# design 1

==> design_1/congestion.png <==
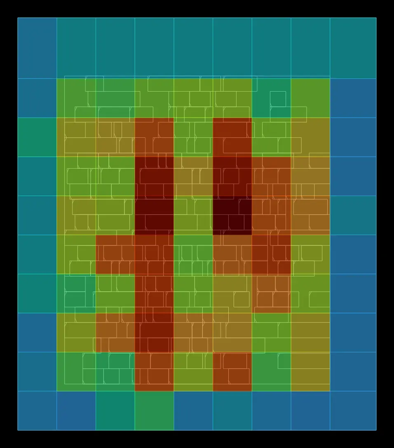

$ cat src/rtl/count_sequence_monitor_pkg.sv
// Shared constants and state encoding for the counter sequence monitor.
package count_sequence_monitor_pkg;

  localparam logic [2:0] C_ONE   = 3'b001;
  localparam logic [2:0] C_SEVEN = 3'b111;
  localparam logic [2:0] C_THREE = 3'b011;
  localparam logic [2:0] C_FIVE  = 3'b101;

  localparam logic MODE_A = 1'b0;
  localparam logic MODE_B = 1'b1;

  typedef enum logic [1:0] {
    StUnlocked = 2'b00,
    StTrack    = 2'b01,
    StFault    = 2'b10
  } mon_state_e;

endpackage

$ cat src/rtl/seq_successor.sv
// Legal successor of a counter value for either mode; even values have no
// successor and map to 1.
module seq_successor
  import count_sequence_monitor_pkg::*;
(
  input  logic [2:0] prev_count,
  input  logic       mode,
  output logic [2:0] next_count
);

  always_comb begin
    next_count = C_ONE;
    if (mode == MODE_A) begin
      case (prev_count)
        C_ONE:   next_count = C_SEVEN;
        C_SEVEN: next_count = C_THREE;
        C_THREE: next_count = C_FIVE;
        default: next_count = C_ONE;
      endcase
    end else if (mode == MODE_B) begin
      case (prev_count)
        C_ONE:   next_count = C_FIVE;
        C_FIVE:  next_count = C_THREE;
        C_THREE: next_count = C_SEVEN;
        default: next_count = C_ONE;
      endcase
    end
  end

endmodule

$ cat src/rtl/count_sequence_monitor.sv
// Observes the 3-bit Moore counter, predicts each value from the previous
// cycle's count and controls, and flags deviations and completed laps.
module count_sequence_monitor
  import count_sequence_monitor_pkg::*;
#(
  parameter int unsigned LAP_W = 8,
  parameter int unsigned ERR_W = 4
) (
  input  logic             clk,
  input  logic             reset,
  input  logic [2:0]       count,
  input  logic             enable,
  input  logic             mode,
  input  logic             ctr_rst,
  input  logic             clear,
  output logic             locked,
  output logic             err,
  output logic             fault,
  output logic [LAP_W-1:0] lap_cnt,
  output logic [ERR_W-1:0] err_cnt
);

  localparam logic [LAP_W-1:0] LapOne = LAP_W'(1);
  localparam logic [ERR_W-1:0] ErrOne = ERR_W'(1);

  mon_state_e state_q, state_d;

  logic [2:0]       prev_count_q;
  logic             prev_enable_q;
  logic             prev_mode_q;
  logic             prev_ctr_rst_q;
  logic             err_q;
  logic [LAP_W-1:0] lap_cnt_q;
  logic [ERR_W-1:0] err_cnt_q;

  logic [2:0] succ_count;
  logic [2:0] expected;
  logic       mismatch;
  logic       checking;
  logic       lap_hit;

  seq_successor u_seq_successor (
    .prev_count (prev_count_q),
    .mode       (prev_mode_q),
    .next_count (succ_count)
  );

  always_comb begin
    if (prev_ctr_rst_q) begin
      expected = C_ONE;
    end else if (prev_enable_q) begin
      expected = succ_count;
    end else begin
      expected = prev_count_q;
    end
  end

  // Even values never appear in a legal sequence, whatever was predicted.
  assign mismatch = (count != expected) || !count[0];
  assign checking = (state_q != StUnlocked);
  assign lap_hit  = checking && (count == C_ONE) && (prev_count_q != C_ONE) &&
                    prev_enable_q && !prev_ctr_rst_q && !mismatch;

  always_ff @(posedge clk or negedge reset) begin
    if (!reset) begin
      prev_count_q   <= C_ONE;
      prev_enable_q  <= 1'b0;
      prev_mode_q    <= MODE_A;
      prev_ctr_rst_q <= 1'b0;
    end else begin
      prev_count_q   <= count;
      prev_enable_q  <= enable;
      prev_mode_q    <= mode;
      prev_ctr_rst_q <= ctr_rst;
    end
  end

  always_ff @(posedge clk or negedge reset) begin
    if (!reset) begin
      state_q <= StUnlocked;
    end else begin
      state_q <= state_d;
    end
  end

  always_comb begin
    state_d = state_q;
    if (clear) begin
      state_d = StUnlocked;
    end else begin
      unique case (state_q)
        StUnlocked: if (count[0]) state_d = StTrack;
        StTrack:    if (mismatch) state_d = StFault;
        StFault:    state_d = StFault;
        default:    state_d = StUnlocked;
      endcase
    end
  end

  always_comb begin
    locked = 1'b0;
    fault  = 1'b0;
    unique case (state_q)
      StUnlocked: ;
      StTrack:    locked = 1'b1;
      StFault: begin
        locked = 1'b1;
        fault  = 1'b1;
      end
      default: ;
    endcase
  end

  // clear outranks a same-cycle mismatch or lap.
  always_ff @(posedge clk or negedge reset) begin
    if (!reset) begin
      err_q     <= 1'b0;
      lap_cnt_q <= '0;
      err_cnt_q <= '0;
    end else if (clear) begin
      err_q     <= 1'b0;
      lap_cnt_q <= '0;
      err_cnt_q <= '0;
    end else begin
      err_q <= checking && mismatch;
      if (checking && mismatch && (err_cnt_q != {ERR_W{1'b1}})) begin
        err_cnt_q <= err_cnt_q + ErrOne;
      end
      if (lap_hit && (lap_cnt_q != {LAP_W{1'b1}})) begin
        lap_cnt_q <= lap_cnt_q + LapOne;
      end
    end
  end

  assign err     = err_q;
  assign lap_cnt = lap_cnt_q;
  assign err_cnt = err_cnt_q;

endmodule

$ cat config.mk
export PLATFORM = sky130hd
export DESIGN_NAME = count_sequence_monitor
export DESIGN_NICKNAME = d
export VERILOG_FILES = /design/src/rtl/count_sequence_monitor_pkg.sv /design/src/rtl/seq_successor.sv /design/src/rtl/count_sequence_monitor.sv
export SDC_FILE = /design/constraint.sdc
export NUM_CORES = 1
export LEC_CHECK = 0
export ABC_CLOCK_PERIOD_IN_PS = 1900
export CORE_ASPECT_RATIO = 1.2
export CORE_MARGIN = 8
export CORE_UTILIZATION = 46
export CTS_CLUSTER_SIZE = 28
export DETAILED_ROUTE_END_ITERATION = 16
export PLACE_DENSITY = 0.77
export SLEW_MARGIN = 20
export SYNTH_ARGS = -nofsm -noshare
export SYNTH_HDL_FRONTEND = slang
export SYNTH_SLANG_ARGS = --single-unit
$ cat constraint.sdc
create_clock -name clk -period 1.9 [get_ports clk]
set_input_delay 0.19 -clock clk [delete_from_list [all_inputs] [get_ports clk]]
set_output_delay 0.19 -clock clk [all_outputs]
set_load 0.005 [all_outputs]
# design 2

### config.mk
export PLATFORM = sky130hd
export DESIGN_NAME = button_operand_entry
export DESIGN_NICKNAME = d
export VERILOG_FILES = /design/src/rtl/button_operand_entry.sv
export SDC_FILE = /design/constraint.sdc
export NUM_CORES = 1
export LEC_CHECK = 0
export ABC_AREA = 1
export CORE_MARGIN = 1
export CORE_UTILIZATION = 55
export CTS_BUF_LIST = sky130_fd_sc_hd__clkbuf_4 sky130_fd_sc_hd__clkbuf_8
export CTS_CLUSTER_SIZE = 10
export DETAILED_ROUTE_END_ITERATION = 10
export PLACE_DENSITY = 0.78
export SLEW_MARGIN = 20
export SYNTH_ARGS = -nofsm -noshare
export SYNTH_HDL_FRONTEND = slang
export SYNTH_SLANG_ARGS = --single-unit
### constraint.sdc
create_clock -name i_clk -period 1.6 [get_ports i_clk]
set_input_delay 0.32 -clock i_clk [delete_from_list [all_inputs] [get_ports i_clk]]
set_output_delay 0.32 -clock i_clk [all_outputs]
set_load 0.05 [all_outputs]
### src/rtl/button_operand_entry.sv
// Button operand entry: conditions four raw pushbuttons (synchronize,
// debounce, rising-edge pulse) and uses the press pulses to build two
// operands that are handed to the adder datapath with a valid/ready handshake.
module button_operand_entry #(
  parameter int SYNC_STAGES     = 2,
  parameter int DEBOUNCE_CYCLES = 125000,
  parameter int OPERAND_WIDTH   = 3
) (
  input  logic                     i_clk,
  input  logic                     i_rst_n,
  input  logic [3:0]               i_buttons,
  input  logic                     i_out_ready,
  output logic [OPERAND_WIDTH-1:0] o_operand_a,
  output logic [OPERAND_WIDTH-1:0] o_operand_b,
  output logic                     o_out_valid,
  output logic [1:0]               o_state_leds,
  output logic [3:0]               o_btn_pulse
);

  // Counter only has to reach DEBOUNCE_CYCLES-1
  localparam int              CNT_W    = $clog2(DEBOUNCE_CYCLES);
  localparam logic [CNT_W-1:0] CNT_LAST = CNT_W'(DEBOUNCE_CYCLES - 1);

  typedef enum logic [1:0] {
    ST_ENTER_A = 2'b00,
    ST_ENTER_B = 2'b01,
    ST_PRESENT = 2'b10
  } state_t;

  logic [3:0] w_pulse;

  // Per-button conditioning chain
  for (genvar gi = 0; gi < 4; gi++) begin : g_btn
    logic [SYNC_STAGES-1:0] r_sync;
    logic [CNT_W-1:0]       r_cnt;
    logic                   r_stable;
    logic                   r_stable_d;
    logic                   r_pulse;
    logic                   w_level;

    assign w_level = r_sync[SYNC_STAGES-1];

    // Shift the raw button through the synchronizer flops
    always_ff @(posedge i_clk or negedge i_rst_n) begin
      if (!i_rst_n) begin
        r_sync <= '0;
      end else begin
        r_sync <= {r_sync[SYNC_STAGES-2:0], i_buttons[gi]};
      end
    end

    // Accept a level change only after it has been seen DEBOUNCE_CYCLES times in a row
    always_ff @(posedge i_clk or negedge i_rst_n) begin
      if (!i_rst_n) begin
        r_cnt    <= '0;
        r_stable <= 1'b0;
      end else if (w_level == r_stable) begin
        r_cnt <= '0;
      end else if (r_cnt == CNT_LAST) begin
        r_cnt    <= '0;
        r_stable <= w_level;
      end else begin
        r_cnt <= r_cnt + CNT_W'(1);
      end
    end

    // One-cycle pulse on the debounced press (release is ignored)
    always_ff @(posedge i_clk or negedge i_rst_n) begin
      if (!i_rst_n) begin
        r_stable_d <= 1'b0;
        r_pulse    <= 1'b0;
      end else begin
        r_stable_d <= r_stable;
        r_pulse    <= r_stable & ~r_stable_d;
      end
    end

    assign w_pulse[gi] = r_pulse;
  end

  state_t                   r_state;
  logic [OPERAND_WIDTH-1:0] r_operand_a;
  logic [OPERAND_WIDTH-1:0] r_operand_b;
  logic                     r_out_valid;
  logic                     w_inc;
  logic                     w_dec;

  // Increment and decrement in the same cycle cancel out
  assign w_inc = w_pulse[0] & ~w_pulse[1];
  assign w_dec = w_pulse[1] & ~w_pulse[0];

  // Entry FSM: clear beats advance, advance beats inc/dec, PRESENT waits for the handshake
  always_ff @(posedge i_clk or negedge i_rst_n) begin
    if (!i_rst_n) begin
      r_state     <= ST_ENTER_A;
      r_operand_a <= '0;
      r_operand_b <= '0;
      r_out_valid <= 1'b0;
    end else if (w_pulse[3]) begin
      r_state     <= ST_ENTER_A;
      r_operand_a <= '0;
      r_operand_b <= '0;
      r_out_valid <= 1'b0;
    end else begin
      case (r_state)
        ST_ENTER_A: begin
          if (w_pulse[2]) begin
            r_state <= ST_ENTER_B;
          end else if (w_inc) begin
            r_operand_a <= r_operand_a + OPERAND_WIDTH'(1);
          end else if (w_dec) begin
            r_operand_a <= r_operand_a - OPERAND_WIDTH'(1);
          end
        end
        ST_ENTER_B: begin
          if (w_pulse[2]) begin
            r_state     <= ST_PRESENT;
            r_out_valid <= 1'b1;
          end else if (w_inc) begin
            r_operand_b <= r_operand_b + OPERAND_WIDTH'(1);
          end else if (w_dec) begin
            r_operand_b <= r_operand_b - OPERAND_WIDTH'(1);
          end
        end
        ST_PRESENT: begin
          // Operands are left as they are so the next entry starts from them
          if (i_out_ready) begin
            r_state     <= ST_ENTER_A;
            r_out_valid <= 1'b0;
          end
        end
        default: begin
          r_state     <= ST_ENTER_A;
          r_out_valid <= 1'b0;
        end
      endcase
    end
  end

  assign o_operand_a  = r_operand_a;
  assign o_operand_b  = r_operand_b;
  assign o_out_valid  = r_out_valid;
  assign o_state_leds = r_state;
  assign o_btn_pulse  = w_pulse;

endmodule

==> notes/layouts.md <==
Pictures saved along the way, in no particular order.

Signal wires on met1.
The bar under the picture is 20 um long. Cells faint in the background.
shot_01.png
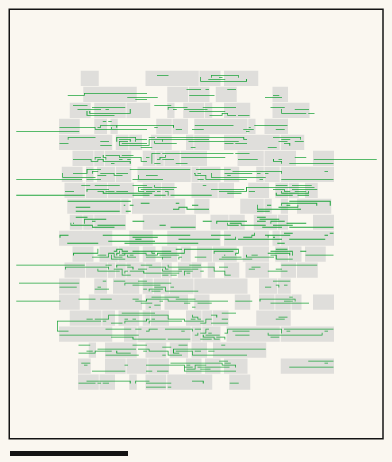
shot_02.png
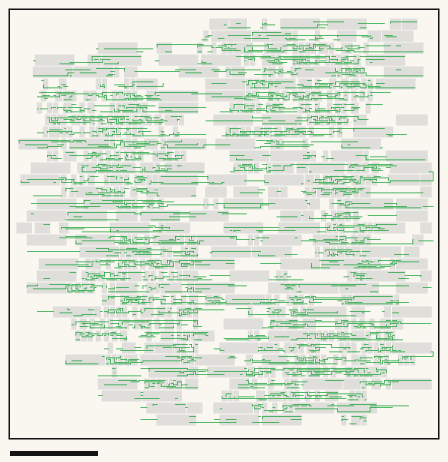
Of these, largest die: shot_02.png
design 1: shot_01.png
design 2: shot_02.png

Key to shot_02.png:
share of all routed wire: 47%
nets with wire on the layer: 637
longest straight run: 28.1 um
main direction: horizontal

==> design_2/layer_met3.png <==
The bar under the picture is 20 um long. Cells faint in the background.
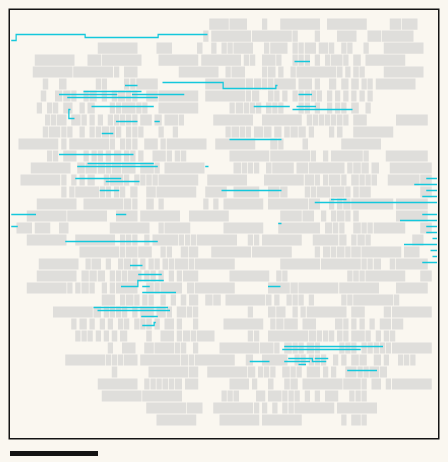
nets with wire on the layer: 53
longest straight run: 27.4 um
share of all routed wire: 5.5%
wire length on this layer: 525 um
main direction: horizontal

==> design_2/layer_met2.png <==
The bar under the picture is 20 um long. Cells faint in the background.
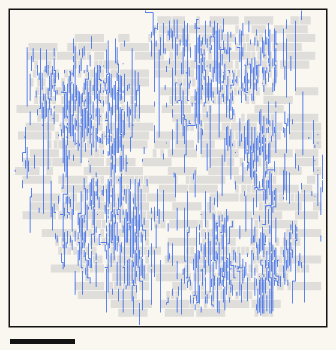
main direction: vertical
wire length on this layer: 4,510 um
nets with wire on the layer: 551
share of all routed wire: 47%
longest straight run: 34.3 um

==> notes.org, design 2 <==
#+TITLE: Synthesis and PnR summary

** Timing
- Final setup slack of the worst path :: 0.0905 ns
- Hold-check failures listed in the final report amount to 0.

** Placement
- Instance area after placement :: 5350 sq um

** Drt
- Uppermost routed layer :: met4
- WL met1 :: 4480 um

** Power and ir drop
- Combinational group share of total power :: 0.045
- The internal power of the cells totals 3.13 mW.

** Floorplan
- Core Util at FP :: 0.569
- Tap insertion was completed with 108 tapcells.

** Setup path
- The report shows a maximum critical-path fanout of 4.
- Start-to-end type of the worst setup path :: reg2reg
- Listed in order, past its start point the critical path passes nand2_2 -> inv_2 -> fa_1 -> xor2_1 -> inv_1 -> nand2_1 -> nand2_1 -> o21ai_1.

** Global route
- Antenna violations before repair :: 0
- Total routing resource utilization after global routing :: 0.217

** Finish
- The register with the most flip-flops in the layout has 68 of them.
- The registers reported with the highest flop counts are g_btn.r_cnt: 68 flops, g_btn.r_sync: 8 flops.
- Final Util :: 0.640
- Number of non-clock buffers :: 25
- With fillers left out, the area of the finished cells amounts to 5590 sq um.

** Outcome
- The flow ran to the end, and the final reports show no timing, DRC or antenna violations.

** Min path
- Classification of the worst-slack hold path :: in2async

** Run
- The tool warning count for the run is 26.

** Synthesis
- Number of register bits inferred by synthesis :: 97

** Clocking
- Clock tree root buffer cell :: sky130_fd_sc_hd__clkbuf_8
- Late-Pin Clk Latency :: 0.37 ns
==> design 2: repair_timing <==
action                                 in CTS  in global routing
buffers inserted                            0                  3
endpoints found under the hold margin      47                  0
setup endpoints to repair                   0                 22
hold buffers                                1                  0
resized                                     0                 10
==> design 2: synth_stat cells, types with 5 or more instances <==
library cell	count
sky130_fd_sc_hd__o21bai_1	7
sky130_fd_sc_hd__dfrtp_1	97
sky130_fd_sc_hd__xor2_1	27
sky130_fd_sc_hd__inv_2	5
sky130_fd_sc_hd__nand2_2	8
sky130_fd_sc_hd__a21oi_1	7
sky130_fd_sc_hd__nand2_1	145
sky130_fd_sc_hd__nand3_1	52
sky130_fd_sc_hd__inv_1	72
sky130_fd_sc_hd__o21ai_0	13
sky130_fd_sc_hd__nand4_1	8
sky130_fd_sc_hd__nor2_1	158
==> design 2: cells by family (layout without fill, tap and decap cells) <==
family,Yosys count,count (layout),share of synthesized area
AND-OR/OR-AND,31,31,0.0360
XOR/XNOR,34,34,0.0660
adder cells (fa/ha/maj),6,6,0.0181
buffers and inverters,81,118,0.0642
flip-flops,97,97,0.489
AND/OR/NAND/NOR,387,387,0.327
==> design_1/layer_met3.png <==
The bar under the picture is 20 um long. Cells faint in the background.
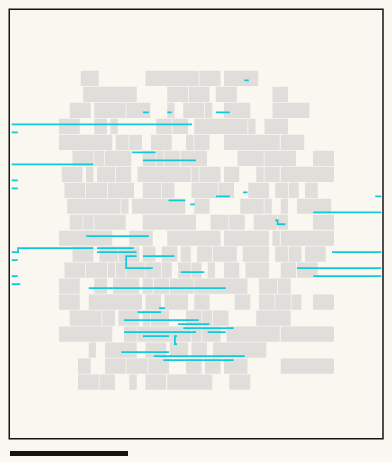
share of all routed wire: 7.6%
nets with wire on the layer: 34
main direction: horizontal
wire length on this layer: 279 um
longest straight run: 30.4 um
GR Layer Usage met3: 0.0461
routed wire length: 3690 um

Notes on design_1/congestion.png above:
GR peak layer: met2
total routing resource utilization after global routing: 0.155
met1 track demand over resource: 0.170
Final Util: 0.720

==> notes.org, design 1 <==
#+TITLE: Synthesis and PnR summary

** Setup path
- The STA report counts the stages on the worst setup path as 6.
- Slowest stage cell on the critical path :: sky130_fd_sc_hd__dfrtp_1
- Worst Path Arrival :: 2.29 ns
- Startpoint Class :: flip-flop

** Synthesis
- Synthesis area per yosys :: 1240 sq um
- The synthesis run shows the most used standard cells to be 20 x sky130_fd_sc_hd__dfrtp_1, 10 x sky130_fd_sc_hd__nand3_1, 8 x sky130_fd_sc_hd__a21oi_1, 8 x sky130_fd_sc_hd__nor2_1.
- Of the total synthesized cell area, the portion taken by AND-OR and OR-AND cells is 0.151.
- Counting flops with a built-in enable in the synthesized netlist gives 0.
- Largest family of logic cells by area :: simple AND/OR/NAND/NOR gates

** Power and ir drop
- Areal power density over the cells :: 563 nW/um^2

** Timing
- The routed design could run at a clock period as short as 2.09 ns.
- Endpoints with negative setup slack in the final report add up to 12.
- Once routing completed, OpenROAD measured the worst setup slack at -0.185 ns.

** Drt
- Remaining DRCs :: 0
- The violation tally recorded at the end of detailed-routing iteration 0 is 61.
- Antenna Violating Nets Remaining :: 0

** Outcome
- Violations in the final reports :: negative setup slack
- The run finished, with violations left.

** Finish
- Most common library cell in the layout ignoring fill and taps :: sky130_fd_sc_hd__clkdlybuf4s50_1

** Clocking
- Count of hold-fix buffers inserted at cts :: 0
- TritonCTS built the clock tree.
[design 1: flip-flops by register name, indices dropped and copies added, names as in the netlist]
name / cells
state_q: 2
prev_mode_q: 1
lap_cnt: 8
prev_ctr_rst_q: 1
err_cnt: 4
err: 1
prev_enable_q: 1
prev_count_q: 3
[design 1: kinds of logic after synthesis]
group	after synthesis
buf+inv	11
flops	21
simple gates	50
fa+ha+maj	5
mux	6
xor+xnor	2
compound gates	26
[design 1: worst reg2reg max path, cell delays in order (launching register included)]
cell and delay [ns]:
sky130_fd_sc_hd__dfrtp_1 0.45, sky130_fd_sc_hd__xnor2_2 0.27, sky130_fd_sc_hd__mux2_4 0.34, sky130_fd_sc_hd__a31o_4 0.24, sky130_fd_sc_hd__and4_4 0.18, sky130_fd_sc_hd__nor3b_2 0.20
sky130_fd_sc_hd__mux2_4 0.31
[design 1: power by group through the flow]
stage	logic (mW)	clock network (mW)	registers (mW)
6_report	0.314	0.223	0.498
5_1_grt	0.344	0.251	0.501
2_1_floorplan	0.126	0	0.501
4_1_cts	0.280	0.229	0.496
3_5_place_dp	0.262	0	0.504
3_3_place_gp	0.250	0	0.503

# design 3

==> design_3/congestion.png <==
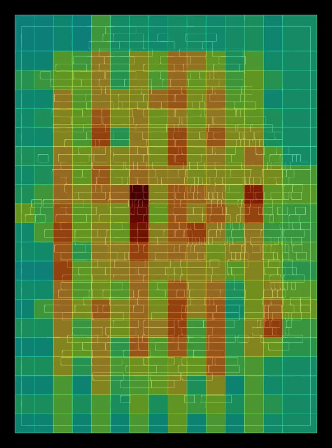

### config.mk
export PLATFORM = sky130hd
export DESIGN_NAME = uart_echo_buf
export DESIGN_NICKNAME = d
export VERILOG_FILES = /design/src/rtl/uart_echo_buf.sv
export SDC_FILE = /design/constraint.sdc
export NUM_CORES = 1
export LEC_CHECK = 0
export CAP_MARGIN = 40
export CORE_ASPECT_RATIO = 1.4
export CORE_MARGIN = 2
export CORE_UTILIZATION = 40
export CTS_CLUSTER_SIZE = 16
export DETAILED_ROUTE_END_ITERATION = 6
export PLACE_DENSITY = 0.65
export SKIP_CTS_REPAIR_TIMING = 1
export SLEW_MARGIN = 20
export SYNTH_ARGS = -nofsm -noshare
export SYNTH_HDL_FRONTEND = slang
export SYNTH_SLANG_ARGS = --single-unit
### constraint.sdc
create_clock -name clk -period 4.4 [get_ports clk]
set_clock_uncertainty 0.2 [all_clocks]
set_input_delay 0.66 -clock clk [delete_from_list [all_inputs] [get_ports clk]]
set_output_delay 0.66 -clock clk [all_outputs]
set_load 0.02 [all_outputs]
### src/rtl/uart_echo_buf.sv
// Receive-to-transmit echo buffer: a FIFO drained one byte at a time into a UART transmitter.
// Define UART_ECHO_UPPER_EN to fold lowercase ASCII to uppercase as bytes enter the FIFO.
module uart_echo_buf #(
  parameter int DATA_W = 8,
  parameter int DEPTH = 16,
  parameter int LINE_MODE = 0,
  parameter logic [DATA_W-1:0] EOL_CHAR = 8'h0D
) (
  input  logic                     clk,
  input  logic                     rst,
  input  logic [DATA_W-1:0]        rx_data,
  input  logic                     rx_valid,
  input  logic                     tx_busy,
  output logic [DATA_W-1:0]        tx_data,
  output logic                     tx_start,
  output logic [$clog2(DEPTH):0]   level,
  output logic                     overflow,
  output logic                     flushing
);

  localparam int PTR_W = $clog2(DEPTH);
  localparam int LVL_W = PTR_W + 1;
  localparam logic [LVL_W-1:0] FULL = LVL_W'(DEPTH);

  typedef enum logic [1:0] {IDLE, START, WAIT_BUSY, WAIT_DONE} state_t;

  state_t              state_reg, state_next;
  logic [DATA_W-1:0]   mem [DEPTH];
  logic [PTR_W-1:0]    wr_ptr_reg, rd_ptr_reg;
  logic [LVL_W-1:0]    level_reg, level_next;
  logic                overflow_reg;
  logic [DATA_W-1:0]   tx_data_reg;
  logic [DATA_W-1:0]   wr_data;
  logic                push, pop, drop, go, flushing_int;

`ifdef UART_ECHO_UPPER_EN
  always_comb begin
    wr_data = rx_data;
    if (rx_data >= DATA_W'(8'h61) && rx_data <= DATA_W'(8'h7A))
      wr_data = rx_data - DATA_W'(8'h20);
  end
`else
  assign wr_data = rx_data;
`endif

  // A full FIFO drops the byte even if a pop frees a slot in the same cycle.
  assign push = rx_valid && (level_reg != FULL);
  assign drop = rx_valid && (level_reg == FULL);
  assign pop  = (state_reg == START);
  assign go   = flushing_int && (level_reg != '0) && !tx_busy;

  always_comb begin
    level_next = level_reg;
    if (push && !pop)
      level_next = level_reg + 1'b1;
    else if (!push && pop)
      level_next = level_reg - 1'b1;
  end

  always_ff @(posedge clk) begin
    if (push && !rst)
      mem[wr_ptr_reg] <= wr_data;
  end

  always_ff @(posedge clk) begin
    if (rst) begin
      wr_ptr_reg   <= '0;
      rd_ptr_reg   <= '0;
      level_reg    <= '0;
      overflow_reg <= 1'b0;
    end else begin
      if (push) wr_ptr_reg <= wr_ptr_reg + 1'b1;
      if (pop)  rd_ptr_reg <= rd_ptr_reg + 1'b1;
      level_reg <= level_next;
      if (drop) overflow_reg <= 1'b1;
    end
  end

  // Head is fetched on entry to START so tx_data is already stable when tx_start rises.
  always_ff @(posedge clk) begin
    if (rst)
      tx_data_reg <= '0;
    else if (state_reg == IDLE && go)
      tx_data_reg <= mem[rd_ptr_reg];
  end

  generate
    if (LINE_MODE == 0) begin : g_immediate
      assign flushing_int = (level_reg != '0);
    end else begin : g_line
      logic flush_reg;
      always_ff @(posedge clk) begin
        if (rst)
          flush_reg <= 1'b0;
        else if ((push && wr_data == EOL_CHAR) || level_next == FULL)
          flush_reg <= 1'b1;
        else if (level_next == '0)
          flush_reg <= 1'b0;
      end
      assign flushing_int = flush_reg;
    end
  endgenerate

  always_ff @(posedge clk) begin
    if (rst)
      state_reg <= IDLE;
    else
      state_reg <= state_next;
  end

  always_comb begin
    state_next = state_reg;
    case (state_reg)
      IDLE:      if (go) state_next = START;
      START:     state_next = WAIT_BUSY;
      WAIT_BUSY: if (tx_busy) state_next = WAIT_DONE;
      WAIT_DONE: if (!tx_busy) state_next = IDLE;
      default:   state_next = IDLE;
    endcase
  end

  assign tx_start = (state_reg == START);
  assign tx_data  = tx_data_reg;
  assign level    = level_reg;
  assign overflow = overflow_reg;
  assign flushing = flushing_int;

endmodule

# design 4

<file path="src/rtl/tinycpu_pkg.sv">
// Widths, fetch state encoding and alignment constant shared by the front-end
// stages (fetch, decode and later).
package tinycpu_pkg;

  localparam int INST_W = 32;
  localparam int PC_W   = 32;

  localparam logic [PC_W-1:0] WORD_ALIGN_MASK = 32'hFFFF_FFFC;

  typedef enum logic [1:0] {
    FETCH_REQ  = 2'd0,
    FETCH_WAIT = 2'd1,
    WAIT_ACK   = 2'd2
  } fetch_state_t;

endpackage

</file>
<file path="src/rtl/instruction_fetch.sv">
// Instruction fetch: owns the PC, reads a 1-cycle-latency instruction memory and
// holds each word on DOR/data_out until the decoder acks it.
module instruction_fetch
  import tinycpu_pkg::*;
#(
  parameter logic [PC_W-1:0] RESET_PC = 32'h0000_0000,
  parameter logic [PC_W-1:0] PC_STEP  = 32'd4
) (
  input  logic              clk,
  input  logic              reset,
  input  logic              fetch_en,
  output logic              imem_rd_en,
  output logic [PC_W-1:0]   imem_addr,
  input  logic [INST_W-1:0] imem_data,
  output logic              DOR,
  output logic [INST_W-1:0] data_out,
  output logic [PC_W-1:0]   pc_out,
  input  logic              ack_from_next,
  input  logic              redirect_valid,
  input  logic [PC_W-1:0]   redirect_pc,
  output logic              err_misaligned,
  output logic [31:0]       fetch_count
);

  fetch_state_t      r_state;
  logic [PC_W-1:0]   r_pc;
  logic              r_dor;
  logic [INST_W-1:0] r_data;
  logic [PC_W-1:0]   r_pc_out;
  logic              r_err;
  logic [31:0]       r_count;

  logic w_accept;
  logic w_misaligned;

  assign w_accept     = (r_state == WAIT_ACK) && ack_from_next;
  assign w_misaligned = (redirect_pc[1:0] != 2'b00);

  // A redirect in FETCH_REQ would make the read stale, so it is not issued.
  assign imem_rd_en = reset && (r_state == FETCH_REQ) && fetch_en && !redirect_valid;
  assign imem_addr  = r_pc;

  assign DOR            = r_dor;
  assign data_out       = r_data;
  assign pc_out         = r_pc_out;
  assign err_misaligned = r_err;
  assign fetch_count    = r_count;

  always_ff @(posedge clk or negedge reset) begin
    if (!reset) begin
      r_state  <= FETCH_REQ;
      r_pc     <= RESET_PC;
      r_dor    <= 1'b0;
      r_data   <= '0;
      r_pc_out <= '0;
      r_err    <= 1'b0;
      r_count  <= '0;
    end else if (redirect_valid) begin
      // The word on DOR still counts if acked in the same cycle; PC takes the target.
      r_pc    <= redirect_pc & WORD_ALIGN_MASK;
      r_dor   <= 1'b0;
      r_state <= FETCH_REQ;
      if (w_misaligned) begin
        r_err <= 1'b1;
      end
      if (w_accept) begin
        r_count <= r_count + 32'd1;
      end
    end else begin
      case (r_state)
        FETCH_REQ: begin
          if (fetch_en) begin
            r_state <= FETCH_WAIT;
          end
        end
        FETCH_WAIT: begin
          r_data   <= imem_data;
          r_pc_out <= r_pc;
          r_dor    <= 1'b1;
          r_state  <= WAIT_ACK;
        end
        WAIT_ACK: begin
          if (ack_from_next) begin
            r_dor   <= 1'b0;
            r_pc    <= r_pc + PC_STEP;
            r_count <= r_count + 32'd1;
            r_state <= FETCH_REQ;
          end
        end
        default: begin
          r_dor   <= 1'b0;
          r_state <= FETCH_REQ;
        end
      endcase
    end
  end

endmodule

</file>
<file path="config.mk">
export PLATFORM = sky130hd
export DESIGN_NAME = instruction_fetch
export DESIGN_NICKNAME = d
export VERILOG_FILES = /design/src/rtl/tinycpu_pkg.sv /design/src/rtl/instruction_fetch.sv
export SDC_FILE = /design/constraint.sdc
export NUM_CORES = 1
export LEC_CHECK = 0
export ABC_AREA = 1
export CAP_MARGIN = 20
export CORE_MARGIN = 8
export CORE_UTILIZATION = 51
export DETAILED_ROUTE_END_ITERATION = 6
export PLACE_DENSITY = 0.9
export SYNTH_ARGS = -nofsm -noshare
export SYNTH_HDL_FRONTEND = slang
export SYNTH_SLANG_ARGS = --single-unit
</file>
<file path="constraint.sdc">
create_clock -name clk -period 4.2 [get_ports clk]
set_clock_uncertainty 0.05 [all_clocks]
set_input_delay 0.63 -clock clk [delete_from_list [all_inputs] [get_ports clk]]
set_output_delay 0.63 -clock clk [all_outputs]
set_load 0.01 [all_outputs]
</file>
# design 5

--- src/rtl/wta_spike_ctrl_if.sv ---
// Bus bundle between the winner-take-all spike controller and the neuron array.
// The neuron side drives the event and thresholded outputs; the controller answers with spikes and status.
interface wta_spike_ctrl_if #(
    parameter int p_width = 20
);
    logic               i_event;
    logic [p_width-1:0] i_neuron_out_1;
    logic [p_width-1:0] i_neuron_out_2;
    logic [p_width-1:0] i_neuron_out_3;
    logic [p_width-1:0] i_neuron_out_4;
    logic [4:1]         o_spike;
    logic [1:0]         o_winner;
    logic [p_width-1:0] o_win_value;
    logic               o_no_winner;
    logic               o_busy;
    logic [7:0]         o_drop_cnt;

    modport master (
        output i_event, i_neuron_out_1, i_neuron_out_2, i_neuron_out_3, i_neuron_out_4,
        input  o_spike, o_winner, o_win_value, o_no_winner, o_busy, o_drop_cnt
    );

    modport slave (
        input  i_event, i_neuron_out_1, i_neuron_out_2, i_neuron_out_3, i_neuron_out_4,
        output o_spike, o_winner, o_win_value, o_no_winner, o_busy, o_drop_cnt
    );
endinterface

--- src/rtl/wta_spike_ctrl.sv ---
// Winner-take-all spike controller: settles, picks the largest nonzero neuron output, spikes it, then refracts.
// Define WTA_RR_TIE_EN to break ties round-robin instead of lowest index.
module wta_spike_ctrl #(
    parameter int p_width          = 20,
    parameter int p_refract_cycles = 4
) (
    input  logic              i_clk,
    input  logic              i_rst_n,
    wta_spike_ctrl_if.slave   bus
);
    typedef enum logic [2:0] {
        ST_IDLE,
        ST_SETTLE,
        ST_DECIDE,
        ST_SPIKE,
        ST_REFRACT
    } state_t;

    localparam logic [7:0] lp_refract = 8'(p_refract_cycles);

    state_t             state_reg, state_next;
    logic [7:0]         refract_cnt_reg, refract_cnt_next;
    logic [4:1]         spike_reg, spike_next;
    logic [1:0]         winner_reg, winner_next;
    logic [p_width-1:0] win_value_reg, win_value_next;
    logic               no_winner_reg, no_winner_next;
    logic               busy_reg, busy_next;
    logic [7:0]         drop_cnt_reg, drop_cnt_next;

    logic [p_width-1:0] neuron_val [4];
    logic [1:0]         rot_idx [4];
    logic [1:0]         rr_ptr;
    logic [p_width-1:0] best_val;
    logic [1:0]         best_idx;
    logic               found;

    assign neuron_val[0] = bus.i_neuron_out_1;
    assign neuron_val[1] = bus.i_neuron_out_2;
    assign neuron_val[2] = bus.i_neuron_out_3;
    assign neuron_val[3] = bus.i_neuron_out_4;

`ifdef WTA_RR_TIE_EN
    logic [1:0] rr_ptr_reg;

    // Priority starts just after the last winner; untouched when nobody wins.
    always_ff @(posedge i_clk or negedge i_rst_n) begin
        if (!i_rst_n)
            rr_ptr_reg <= 2'd0;
        else if (state_reg == ST_DECIDE && found)
            rr_ptr_reg <= best_idx + 2'd1;
    end
    assign rr_ptr = rr_ptr_reg;
`else
    assign rr_ptr = 2'd0;
`endif

    // Search order begins at rr_ptr and wraps 4 -> 1.
    genvar gi;
    generate
        for (gi = 0; gi < 4; gi++) begin : g_rot
            assign rot_idx[gi] = rr_ptr + 2'(gi);
        end
    endgenerate

    // Strict '>' keeps the earliest candidate in search order on a tie; zero never wins.
    always_comb begin
        best_val = '0;
        best_idx = 2'd0;
        for (int k = 0; k < 4; k++) begin
            if (neuron_val[rot_idx[k]] > best_val) begin
                best_val = neuron_val[rot_idx[k]];
                best_idx = rot_idx[k];
            end
        end
    end
    assign found = (best_val != '0);

    always_ff @(posedge i_clk or negedge i_rst_n) begin
        if (!i_rst_n) begin
            state_reg       <= ST_IDLE;
            refract_cnt_reg <= 8'd0;
            spike_reg       <= 4'b0000;
            winner_reg      <= 2'd0;
            win_value_reg   <= '0;
            no_winner_reg   <= 1'b0;
            busy_reg        <= 1'b0;
            drop_cnt_reg    <= 8'd0;
        end else begin
            state_reg       <= state_next;
            refract_cnt_reg <= refract_cnt_next;
            spike_reg       <= spike_next;
            winner_reg      <= winner_next;
            win_value_reg   <= win_value_next;
            no_winner_reg   <= no_winner_next;
            busy_reg        <= busy_next;
            drop_cnt_reg    <= drop_cnt_next;
        end
    end

    always_comb begin
        state_next       = state_reg;
        refract_cnt_next = refract_cnt_reg;
        case (state_reg)
            ST_IDLE:   if (bus.i_event) state_next = ST_SETTLE;
            ST_SETTLE: state_next = ST_DECIDE;
            ST_DECIDE: state_next = found ? ST_SPIKE : ST_IDLE;
            ST_SPIKE: begin
                if (lp_refract == 8'd0) begin
                    state_next = ST_IDLE;
                end else begin
                    state_next       = ST_REFRACT;
                    refract_cnt_next = lp_refract - 8'd1;
                end
            end
            ST_REFRACT: begin
                if (refract_cnt_reg == 8'd0)
                    state_next = ST_IDLE;
                else
                    refract_cnt_next = refract_cnt_reg - 8'd1;
            end
            default: state_next = ST_IDLE;
        endcase
    end

    // Output values are computed here and registered alongside the state.
    always_comb begin
        spike_next     = 4'b0000;
        no_winner_next = 1'b0;
        winner_next    = winner_reg;
        win_value_next = win_value_reg;
        busy_next      = (state_next != ST_IDLE);
        drop_cnt_next  = drop_cnt_reg;
        if (bus.i_event && state_reg != ST_IDLE && drop_cnt_reg != 8'hFF)
            drop_cnt_next = drop_cnt_reg + 8'd1;
        if (state_reg == ST_DECIDE) begin
            if (found) begin
                spike_next     = 4'b0001 << best_idx;
                winner_next    = best_idx;
                win_value_next = best_val;
            end else begin
                no_winner_next = 1'b1;
            end
        end
    end

    assign bus.o_spike     = spike_reg;
    assign bus.o_winner    = winner_reg;
    assign bus.o_win_value = win_value_reg;
    assign bus.o_no_winner = no_winner_reg;
    assign bus.o_busy      = busy_reg;
    assign bus.o_drop_cnt  = drop_cnt_reg;
endmodule

--- src/flat_wrapper.sv ---
// flat-port wrapper written by rule: the top's interface ports become plain ports
module wta_spike_ctrl_flat 
#(
    parameter int p_width          = 20,
    parameter int p_refract_cycles = 4
)
  (i_clk, i_rst_n, bus_i_event, bus_i_neuron_out_1, bus_i_neuron_out_2, bus_i_neuron_out_3, bus_i_neuron_out_4, bus_o_spike, bus_o_winner, bus_o_win_value, bus_o_no_winner, bus_o_busy, bus_o_drop_cnt);
  wta_spike_ctrl_if #(.p_width(p_width)) bus_i ();
  input  logic i_clk;
  input  logic i_rst_n;
  input wire logic [$bits(bus_i.i_event)-1:0] bus_i_event;
  input wire logic [$bits(bus_i.i_neuron_out_1)-1:0] bus_i_neuron_out_1;
  input wire logic [$bits(bus_i.i_neuron_out_2)-1:0] bus_i_neuron_out_2;
  input wire logic [$bits(bus_i.i_neuron_out_3)-1:0] bus_i_neuron_out_3;
  input wire logic [$bits(bus_i.i_neuron_out_4)-1:0] bus_i_neuron_out_4;
  output wire logic [$bits(bus_i.o_spike)-1:0] bus_o_spike;
  output wire logic [$bits(bus_i.o_winner)-1:0] bus_o_winner;
  output wire logic [$bits(bus_i.o_win_value)-1:0] bus_o_win_value;
  output wire logic [$bits(bus_i.o_no_winner)-1:0] bus_o_no_winner;
  output wire logic [$bits(bus_i.o_busy)-1:0] bus_o_busy;
  output wire logic [$bits(bus_i.o_drop_cnt)-1:0] bus_o_drop_cnt;
  assign bus_i.i_event = bus_i_event;
  assign bus_i.i_neuron_out_1 = bus_i_neuron_out_1;
  assign bus_i.i_neuron_out_2 = bus_i_neuron_out_2;
  assign bus_i.i_neuron_out_3 = bus_i_neuron_out_3;
  assign bus_i.i_neuron_out_4 = bus_i_neuron_out_4;
  assign bus_o_spike = bus_i.o_spike;
  assign bus_o_winner = bus_i.o_winner;
  assign bus_o_win_value = bus_i.o_win_value;
  assign bus_o_no_winner = bus_i.o_no_winner;
  assign bus_o_busy = bus_i.o_busy;
  assign bus_o_drop_cnt = bus_i.o_drop_cnt;
  wta_spike_ctrl #(.p_width(p_width), .p_refract_cycles(p_refract_cycles)) u_core (.i_clk(i_clk), .i_rst_n(i_rst_n), .bus(bus_i));
endmodule
--- config.mk ---
export PLATFORM = sky130hd
export DESIGN_NAME = wta_spike_ctrl_flat
export DESIGN_NICKNAME = d
export VERILOG_FILES = /design/src/rtl/wta_spike_ctrl_if.sv /design/src/rtl/wta_spike_ctrl.sv /design/src/flat_wrapper.sv
export SDC_FILE = /design/constraint.sdc
export NUM_CORES = 1
export LEC_CHECK = 0
export CORE_MARGIN = 3
export CORE_UTILIZATION = 40
export DETAILED_ROUTE_END_ITERATION = 10
export PLACE_DENSITY_LB_ADDON = 0.1
export SETUP_SLACK_MARGIN = 0.5
export SLEW_MARGIN = 20
export SYNTH_ARGS = -nofsm -noshare
export SYNTH_HDL_FRONTEND = slang
export SYNTH_SLANG_ARGS = --single-unit
--- constraint.sdc ---
create_clock -name i_clk -period 1.75 [get_ports i_clk]
set_clock_uncertainty 0.15 [all_clocks]
set_input_delay 0.2625 -clock i_clk [delete_from_list [all_inputs] [get_ports i_clk]]
set_output_delay 0.2625 -clock i_clk [all_outputs]
set_load 0.1 [all_outputs]
==> design_4/layer_met1.png <==
The bar under the picture is 50 um long. Cells faint in the background.
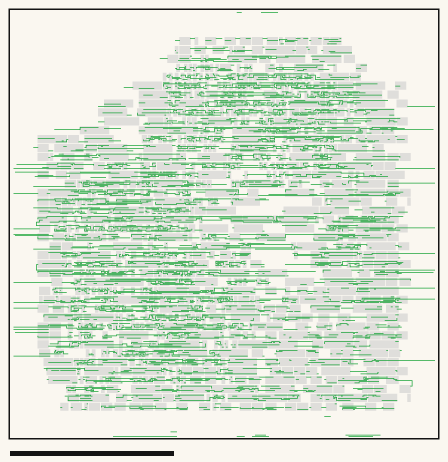
share of all routed wire: 40%
nets with wire on the layer: 994
main direction: horizontal
wire length on this layer: 8,070 um
longest straight run: 38.2 um

==> notes.org, design 4 <==
#+TITLE: Synthesis and PnR summary

** Finish
- The final antenna diode tally reported by the flow is 1.
- Finished Cell Area :: 9390 sq um
- Largest class :: flip-flops and latches

** Placement
- Port buffering added 195 buffers.
- The final weighted congestion recorded by global placement is 0.912.

** Drt
- Count of TritonRoute iterations in the first routing pass :: 5
- Using the TritonRoute via totals, the vias-per-cell ratio works out to 5.14.
- After detailed routing, the average wire length per cell comes to 16.7 um.

** Global route
- Wire length of the first global-routing pass :: 32,900 um
- Pin count of the biggest net entering global routing :: 93

** Floorplan
- Number of top-level pins :: 200

** Outcome
- Outcome :: completed

** Synthesis
- Of the synthesized area, sequential elements account for 0.479.

** Timing
- Checking max transition, the worst relative margin is 0.357.

** Setup path
- Slowest stage cell on the critical path :: sky130_fd_sc_hd__clkdlybuf4s50_1

** Clocking
- The report lists the number of cells resized after CTS as 0.
- TritonCTS built the clock tree.
[design 4: where the power goes]
part / switching (mW) / total (mW) / internal, mW / leakage (nW)
Combinational: 0.438 / 0.975 / 0.537 / 2.27
Clock: 0.540 / 1.64 / 1.10 / 0.316
Sequential: 0.164 / 1.60 / 1.44 / 1.61
Total: 1.14 / 4.21 / 3.07 / 4.19
[design 4: worst max path at each step]
| stage | start | endpoint | cells after the start |
|---|---|---|---|
| after floorplan | redirect_valid | imem_rd_en | 3 |
| after global placement | ack_from_next | imem_addr[7] | 7 |
| after detailed placement | ack_from_next | imem_addr[7] | 7 |
| after global routing | ack_from_next | imem_addr[7] | 7 |
| after CTS | redirect_valid | imem_rd_en | 5 |
| final | redirect_valid | imem_rd_en | 5 |
[design 4: routing by layer]
| layer | global-route usage | vias up | wire length (um) |
|---|---|---|---|
| met2 | 0.414 | 286 | 9790 |
| li1 | - | 3003 | - |
| met4 | 0.122 | 0 | 686 |
| met3 | 0.0670 | 44 | 1810 |
| met5 | 0 | - | 0 |
| met1 | 0.299 | 2936 | 8070 |
[design 4: registers in the layout, summed over array words and instances, names as in the netlist]
signal	flops
fetch_count	32
err_misaligned	1
pc_out	30
r_state	2
DOR	1
imem_addr	30
data_out	32
==> design_3/layer_met2.png <==
The bar under the picture is 20 um long. Cells faint in the background.
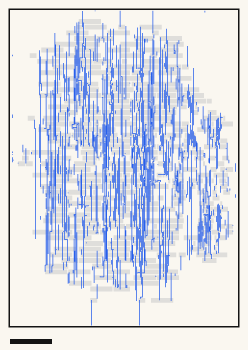
main direction: vertical
wire length on this layer: 6,360 um
nets with wire on the layer: 357
longest straight run: 100 um
count of vias placed by the detailed router: 3,089
routed wire length: 11,600 um
met2 GRT Util: 0.273

Notes on design_3/congestion.png above:
total routing resource utilization after global routing: 0.153
GR Layer Usage met3: 0.0392
average routed wire per standard cell: 19.5 um

==> notes.org, design 3 <==
#+TITLE: Synthesis and PnR summary

** Power and ir drop
- Summed over all cells, the static leakage comes to 2.47 nW.
- Post-layout total power :: 4.07 mW
- Switching power as a fraction of the total was reported as 0.273.

** Floorplan
- Across the placement rows, the number of tap cells is 192.
- The share of the core area taken by cells at floorplan is 0.410.

** Finish
- Compared with the post-synthesis result, the final layout area differs by 19.4%.
- Among all cell classes, the greatest summed area belongs to flip-flops and latches.
- Fraction of layout cells with a size suffix above 1 :: 0.166
- In the final layout, excluding clock buffers the buffer count is 47.
- The top cell types in the final layout, fill and taps aside, are 128 x sky130_fd_sc_hd__edfxtp_1, 40 x sky130_fd_sc_hd__nor2_1, 27 x sky130_fd_sc_hd__clkdlybuf4s50_1, 22 x sky130_fd_sc_hd__dfxtp_1.
- CLK BUF :: 18

** Clocking
- TritonCTS Buffers :: 17
- Count of H-tree levels built during CTS :: 4

** Synthesis
- Async S/R FF share, synth :: 0
- Syn nets :: 364
- Top_reg_cell synth :: sky130_fd_sc_hd__edfxtp_1
- The synthesized netlist has a Yosys-reported chip area of 6170 sq um.
- Number of unique standard cell types used by synthesis :: 32

** Timing
- After layout, the minimum clock period comes to 3.05 ns.
- The final max-slew violation count recorded for this run is 0.

** Placement
- The buffer_ports step reported a buffer count of 27.

** Drt
- Routed wl met3 :: 422 um

** Global route
- The global router reports that the layer with the highest usage is met2.
- The via count of the first global-routing pass is 3,324.

** Min path
- Hold analysis shows the worst path with a depth of 2.

** Setup path
- Number of buffers and inverters on the critical path :: 2
- Reg-to-reg endpoint :: level[4]

** Outcome
- Outcome :: completed
==> design 3: logic make-up (layout without fill, tap and decap cells) <==
kind of cell,count (synthesis),count (layout),synth area share
fa+ha+maj,14,14,0.0296
simple gates,64,64,0.0450
flops,152,152,0.700
buf+inv,24,90,0.0223
xor+xnor,9,9,0.0128
mux,53,53,0.163
compound gates,22,22,0.0270
==> design 3: cells in the mapped netlist, types with 4 or more instances <==
library cell	instances	area, sq um
sky130_fd_sc_hd__edfxtp_1	128	3840
sky130_fd_sc_hd__nor2_1	40	150
sky130_fd_sc_hd__dfxtp_1	24	480
sky130_fd_sc_hd__mux2i_1	20	200
sky130_fd_sc_hd__mux4_1	20	526
sky130_fd_sc_hd__nand2_1	17	63.8
sky130_fd_sc_hd__ha_1	13	163
sky130_fd_sc_hd__mux4_2	12	270
sky130_fd_sc_hd__inv_1	11	41.3
sky130_fd_sc_hd__o221ai_1	8	70.1
sky130_fd_sc_hd__a21oi_1	6	30.0
sky130_fd_sc_hd__xor2_1	6	52.6
sky130_fd_sc_hd__buf_2	4	20.0
sky130_fd_sc_hd__clkbuf_1	4	15.0
==> design_5/layer_met3.png <==
The bar under the picture is 20 um long. Cells faint in the background.
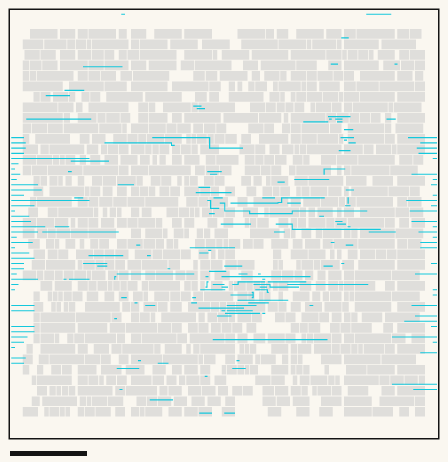
share of all routed wire: 4.8%
main direction: horizontal
longest straight run: 29.4 um
nets with wire on the layer: 142

==> design_5/layer_met4.png <==
The bar under the picture is 20 um long.
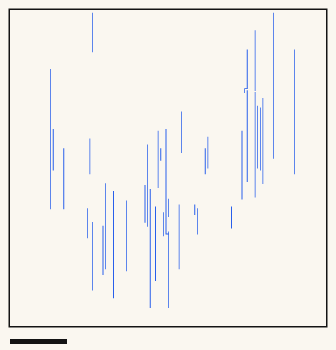
nets with wire on the layer: 36
wire length on this layer: 838 um
share of all routed wire: 4.3%

==> notes.org, design 5 <==
#+TITLE: Synthesis and PnR summary

** Timing
- Once routing completed, OpenROAD measured the worst setup slack at -5.32 ns.
- Final-report setup violation count :: 37
- Number of pins exceeding their max-slew limit in the final report :: 0
- Hold WS :: 0.233 ns

** Global route
- On met1, the global router reports a usage of 0.344.

** Power and ir drop
- The switching component of the power was reported as 6.45 mW.
- Power attributed to the clock group is 0.870 mW.

** Drt
- The routed design shows a via density per instance of 5.54.
- Routed wire length :: 19,500 um

** Clocking
- CTS built an H-tree with a depth of 2.
- TritonCTS built the clock tree.

** Synthesis
- Share of synthesized cell area in and-or and or-and compound cells :: 0.187
- Async S/R FF share, synth :: 1.00
- Of the synthesized area, sequential elements account for 0.267.

** Outcome
- Violations in the final reports :: negative setup slack
- The run finished, with violations left.

** Setup path
- Worst Path Arrival :: 7.13 ns
- CP Launch Point :: bus_i_neuron_out_1[16]

** Floorplan
- Across the placement rows, the number of tap cells is 136.
- Per the OpenROAD floorplan log, the area of the core is 10,500 sq um.

** Finish
- Number of non-clock buffers :: 362

** Placement
- RePlAce Congestion :: 0.925
design 5: Yosys cell counts (12+ instances only):
cell / n / area share
sky130_fd_sc_hd__nor3_1: 14 / 0.016
sky130_fd_sc_hd__nor4_1: 12 / 0.017
sky130_fd_sc_hd__ha_1: 62 / 0.18
sky130_fd_sc_hd__nand3_1: 12 / 0.014
sky130_fd_sc_hd__nand2_1: 59 / 0.050
sky130_fd_sc_hd__nor2_1: 36 / 0.031
sky130_fd_sc_hd__inv_1: 29 / 0.025
sky130_fd_sc_hd__nand4_1: 17 / 0.024
sky130_fd_sc_hd__o21ai_0: 45 / 0.051
sky130_fd_sc_hd__a21oi_1: 32 / 0.036
sky130_fd_sc_hd__mux2i_1: 20 / 0.045
sky130_fd_sc_hd__dfrtp_1: 47 / 0.27
design 5: what timing repair did:
action | CTS | global route
pin swaps | 61 | 28
hold endpoints to repair | 14 | 0
endpoints found under the setup margin | 83 | 83
cloned | 6 | 1
hold buffers | 1 | 0
resized | 264 | 57
setup buffers | 46 | 21

# design 6

==> design_6/layer_met1.png <==
The bar under the picture is 20 um long. Cells faint in the background.
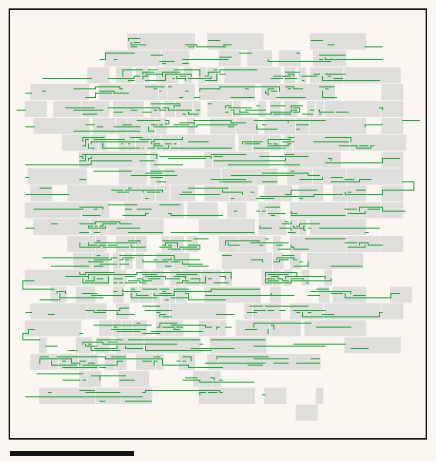
==> design_6/layer_met2.png <==
The bar under the picture is 20 um long. Cells faint in the background.
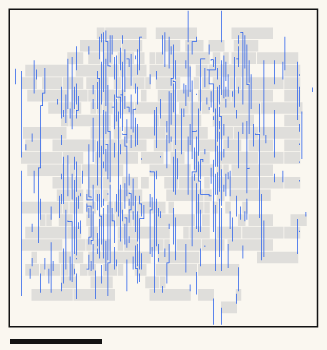
File: src/rtl/ps2_receptor.sv
// PS/2 keyboard byte receiver: synchronises the PS/2 lines, deframes 11-bit frames and
// folds 0xE0/0xF0 prefixes into flags, presenting each key event with a one-cycle valido.
module ps2_receptor #(
  parameter int unsigned TIMEOUT_CICLOS = 16384,
  parameter int unsigned SINC_ESTAGIOS  = 2
) (
  input  logic       relogio50,
  input  logic       inicializa,
  input  logic       ps2relogio,
  input  logic       ps2dados,
  output logic [7:0] codigo,
  output logic       solta,
  output logic       estendida,
  output logic       valido,
  output logic       erro
);

  localparam int unsigned CW = $clog2(TIMEOUT_CICLOS);
  localparam logic [CW-1:0] SATURA  = CW'(TIMEOUT_CICLOS - 1);
  // Counter lags the borda cycle by one and erro is registered, so firing at T-3
  // makes erro rise exactly TIMEOUT_CICLOS-1 cycles after the last borda.
  localparam logic [CW-1:0] DISPARO = CW'(TIMEOUT_CICLOS - 3);

  typedef enum logic [1:0] {
    OCIOSO,
    DADOS,
    PARIDADE,
    PARADA
  } estado_t;

  estado_t                  estado;
  logic [SINC_ESTAGIOS-1:0] sinc_rel;
  logic [SINC_ESTAGIOS-1:0] sinc_dad;
  logic                     rel_ant;
  logic                     rel_s;
  logic                     dad_s;
  logic                     borda;
  logic [2:0]               nbits;
  logic [7:0]               desloc;
  logic                     paridade;
  logic [CW-1:0]            ociosidade;
  logic                     pend_est;
  logic                     pend_solta;

  always_comb begin
    rel_s = sinc_rel[SINC_ESTAGIOS-1];
    dad_s = sinc_dad[SINC_ESTAGIOS-1];
    borda = rel_ant & ~rel_s;
  end

  always_ff @(posedge relogio50 or posedge inicializa) begin
    if (inicializa) begin
      sinc_rel <= '1;
      sinc_dad <= '1;
      rel_ant  <= 1'b1;
    end else begin
      sinc_rel <= {sinc_rel[SINC_ESTAGIOS-2:0], ps2relogio};
      sinc_dad <= {sinc_dad[SINC_ESTAGIOS-2:0], ps2dados};
      rel_ant  <= rel_s;
    end
  end

  always_ff @(posedge relogio50 or posedge inicializa) begin
    if (inicializa) begin
      estado     <= OCIOSO;
      nbits      <= '0;
      desloc     <= '0;
      paridade   <= 1'b0;
      ociosidade <= '0;
      pend_est   <= 1'b0;
      pend_solta <= 1'b0;
      codigo     <= '0;
      solta      <= 1'b0;
      estendida  <= 1'b0;
      valido     <= 1'b0;
      erro       <= 1'b0;
    end else begin
      valido <= 1'b0;
      erro   <= 1'b0;

      if (borda)
        ociosidade <= '0;
      else if (ociosidade != SATURA)
        ociosidade <= ociosidade + 1'b1;

      if (borda) begin
        case (estado)
          OCIOSO: begin
            if (!dad_s) begin
              estado <= DADOS;
              nbits  <= '0;
            end
          end
          DADOS: begin
            desloc <= {dad_s, desloc[7:1]};
            nbits  <= nbits + 1'b1;
            if (nbits == 3'd7)
              estado <= PARIDADE;
          end
          PARIDADE: begin
            paridade <= dad_s;
            estado   <= PARADA;
          end
          PARADA: begin
            estado <= OCIOSO;
            if (dad_s && (^desloc ^ paridade)) begin
              if (desloc == 8'hE0)
                pend_est <= 1'b1;
              else if (desloc == 8'hF0)
                pend_solta <= 1'b1;
              else begin
                codigo     <= desloc;
                solta      <= pend_solta;
                estendida  <= pend_est;
                valido     <= 1'b1;
                pend_est   <= 1'b0;
                pend_solta <= 1'b0;
              end
            end else begin
              erro       <= 1'b1;
              pend_est   <= 1'b0;
              pend_solta <= 1'b0;
            end
          end
          default: estado <= OCIOSO;
        endcase
      end else if (estado != OCIOSO && ociosidade == DISPARO) begin
        estado     <= OCIOSO;
        erro       <= 1'b1;
        pend_est   <= 1'b0;
        pend_solta <= 1'b0;
      end
    end
  end

endmodule

File: config.mk
export PLATFORM = sky130hd
export DESIGN_NAME = ps2_receptor
export DESIGN_NICKNAME = d
export VERILOG_FILES = /design/src/rtl/ps2_receptor.sv
export SDC_FILE = /design/constraint.sdc
export NUM_CORES = 1
export LEC_CHECK = 0
export CORE_AREA = 2 2 65 67
export DETAILED_ROUTE_END_ITERATION = 6
export DIE_AREA = 0 0 67 69
export GPL_TIMING_DRIVEN = 0
export MAX_ROUTING_LAYER = met4
export PLACE_DENSITY = 0.87
export SETUP_SLACK_MARGIN = 0.4
export SLEW_MARGIN = 0
export SYNTH_ARGS = -nofsm -noshare
export SYNTH_HDL_FRONTEND = slang
export SYNTH_SLANG_ARGS = --single-unit
File: constraint.sdc
create_clock -name relogio50 -period 4.7 [get_ports relogio50]
set_clock_uncertainty 0.15 [all_clocks]
set_input_delay 1.175 -clock relogio50 [delete_from_list [all_inputs] [get_ports relogio50]]
set_output_delay 1.175 -clock relogio50 [all_outputs]
set_load 0.02 [all_outputs]
==> notes.org <==
#+TITLE: Synthesis and PnR summary

** Outcome
- Outcome :: completed

** Clocking
- After clock tree synthesis, the repair step resized 0 gates.
- Post-CTS Repair Setup Buffers :: 0
- Clock tree root buffer cell :: sky130_fd_sc_hd__clkbuf_8
- Per the post-CTS timing run, clock transition at the registers of the reported paths is 0.09 ns.

** Setup path
- The timing report attributes the biggest portion of critical-path delay to buffers and inverters.
- Worst Path Arrival :: 1.28 ns
- Register-to-Register Path Depth :: 8
- The critical path's slowest stage uses the library cell sky130_fd_sc_hd__clkdlybuf4s50_1.

** Synthesis
- The number of cells reported by Yosys stat comes to 200.
- Mean area per synthesized cell :: 11.4 sq um
- Share of synthesized cell area in and-or and or-and compound cells :: 0.0824
- Counting flops with an async set or reset pin after synthesis yields a share of 1.00.

** Finish
- Area taken by flip-flops and latches :: 1180 sq um
- The final layout report lists a clock buffer count of 5.
- Filler cell count :: 322
- Non-clock buffering overhead :: 0.0773
- For this run, combinational gates with multiple inputs come to 134.
- Largest class :: flip-flops and latches
- Area Overhead vs Synth :: 14.4%

** Run
- In this run the tools logged warnings totalling 32.

** Global route
- Vias in the first global route :: 1,569
- GR Layer Usage met3 :: 0.0538

** Timing
- The worst path in the final design needs a cycle of 2.60 ns, including I/O delays and setup.
- Sum of negative setup slack :: 0 ns
- Setup repair after global routing left no endpoint under its margin.

** Power and ir drop
- Top power group :: registers
- Areal power density over the cells :: 380 nW/um^2

** Drt
- Antenna Violating Nets Remaining :: 0

** Min path
- In the hold report, the worst path ends at sinc_rel[1].

** Floorplan
- The floorplan step defined a core boundary enclosing 3910 sq um.
About design_6/layer_met1.png:
nets with wire on the layer: 210
share of all routed wire: 46%
longest straight run: 18.9 um
routed wire length: 3760 um
met1 track demand over resource: 0.239
count of vias placed by the detailed router: 1,495

About design_6/layer_met2.png:
longest straight run: 27.2 um
wire length on this layer: 1,870 um
nets with wire on the layer: 202
met2 GRT Util: 0.308

==> cell usage after synthesis (all sizes together) (3+ instances only) <==
master	instances	share of area
nor3	3	0.0066
o22ai	3	0.0082
o21ai	11	0.024
inv	15	0.025
dfstp	5	0.058
nor4	4	0.014
nor2	15	0.026
dfrtp	42	0.46
ha	14	0.077
nand2	17	0.028
a21oi	6	0.013
and3	4	0.011
mux2	15	0.089
xor2	5	0.019
xnor2	6	0.023
nand3	6	0.018
==> state kept, by name, summed over array words and instances (netlist names), 2 cells and up <==
| signal | count |
|---|---|
| codigo | 8 |
| estado | 2 |
| sinc_rel | 2 |
| sinc_dad | 2 |
| nbits | 3 |
| ociosidade | 14 |
| desloc | 8 |
==> per-stage QoR <==
stage | hold slack, ns | utilization | power, mW
after floorplan | 0.195 | - | 0.693
after global placement | 0.196 | 0.637 | 0.735
after detailed placement | 0.197 | 0.644 | 0.758
after CTS | 0.210 | 0.666 | 1.01
after global routing | 0.217 | 0.666 | 1.06
final | 0.209 | 0.666 | 0.992
==> routing by layer <==
metal  vias up  wire [um]  part of all wire
li1        741          -                 -
met1       724       1710              0.46
met2        23       1870              0.50
met3         7        116             0.031
met4         0         55             0.015
met5         -          0                 0


==> gallery <==
Signal wires on met2.
picture 1
The bar under the picture is 50 um long. Cells faint in the background.
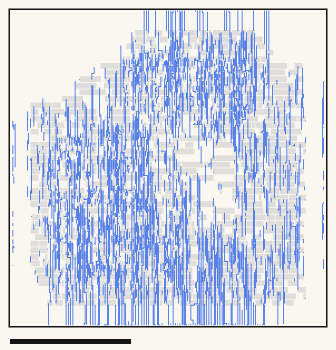
picture 2
The bar under the picture is 20 um long. Cells faint in the background.
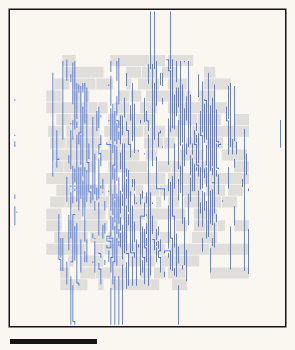
picture 3
The bar under the picture is 20 um long. Cells faint in the background.
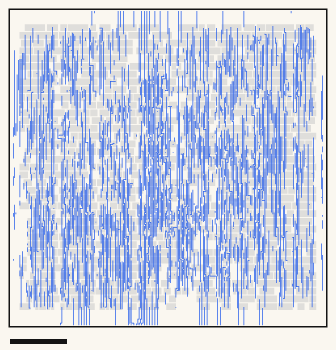
picture 1 -> design 4
picture 2 -> design 1
picture 3 -> design 5

Key to picture 2:
longest straight run: 37.7 um
share of all routed wire: 52%
main direction: vertical
wire length on this layer: 1,930 um
nets with wire on the layer: 171

Power is estimated from default activity; no workload was simulated.
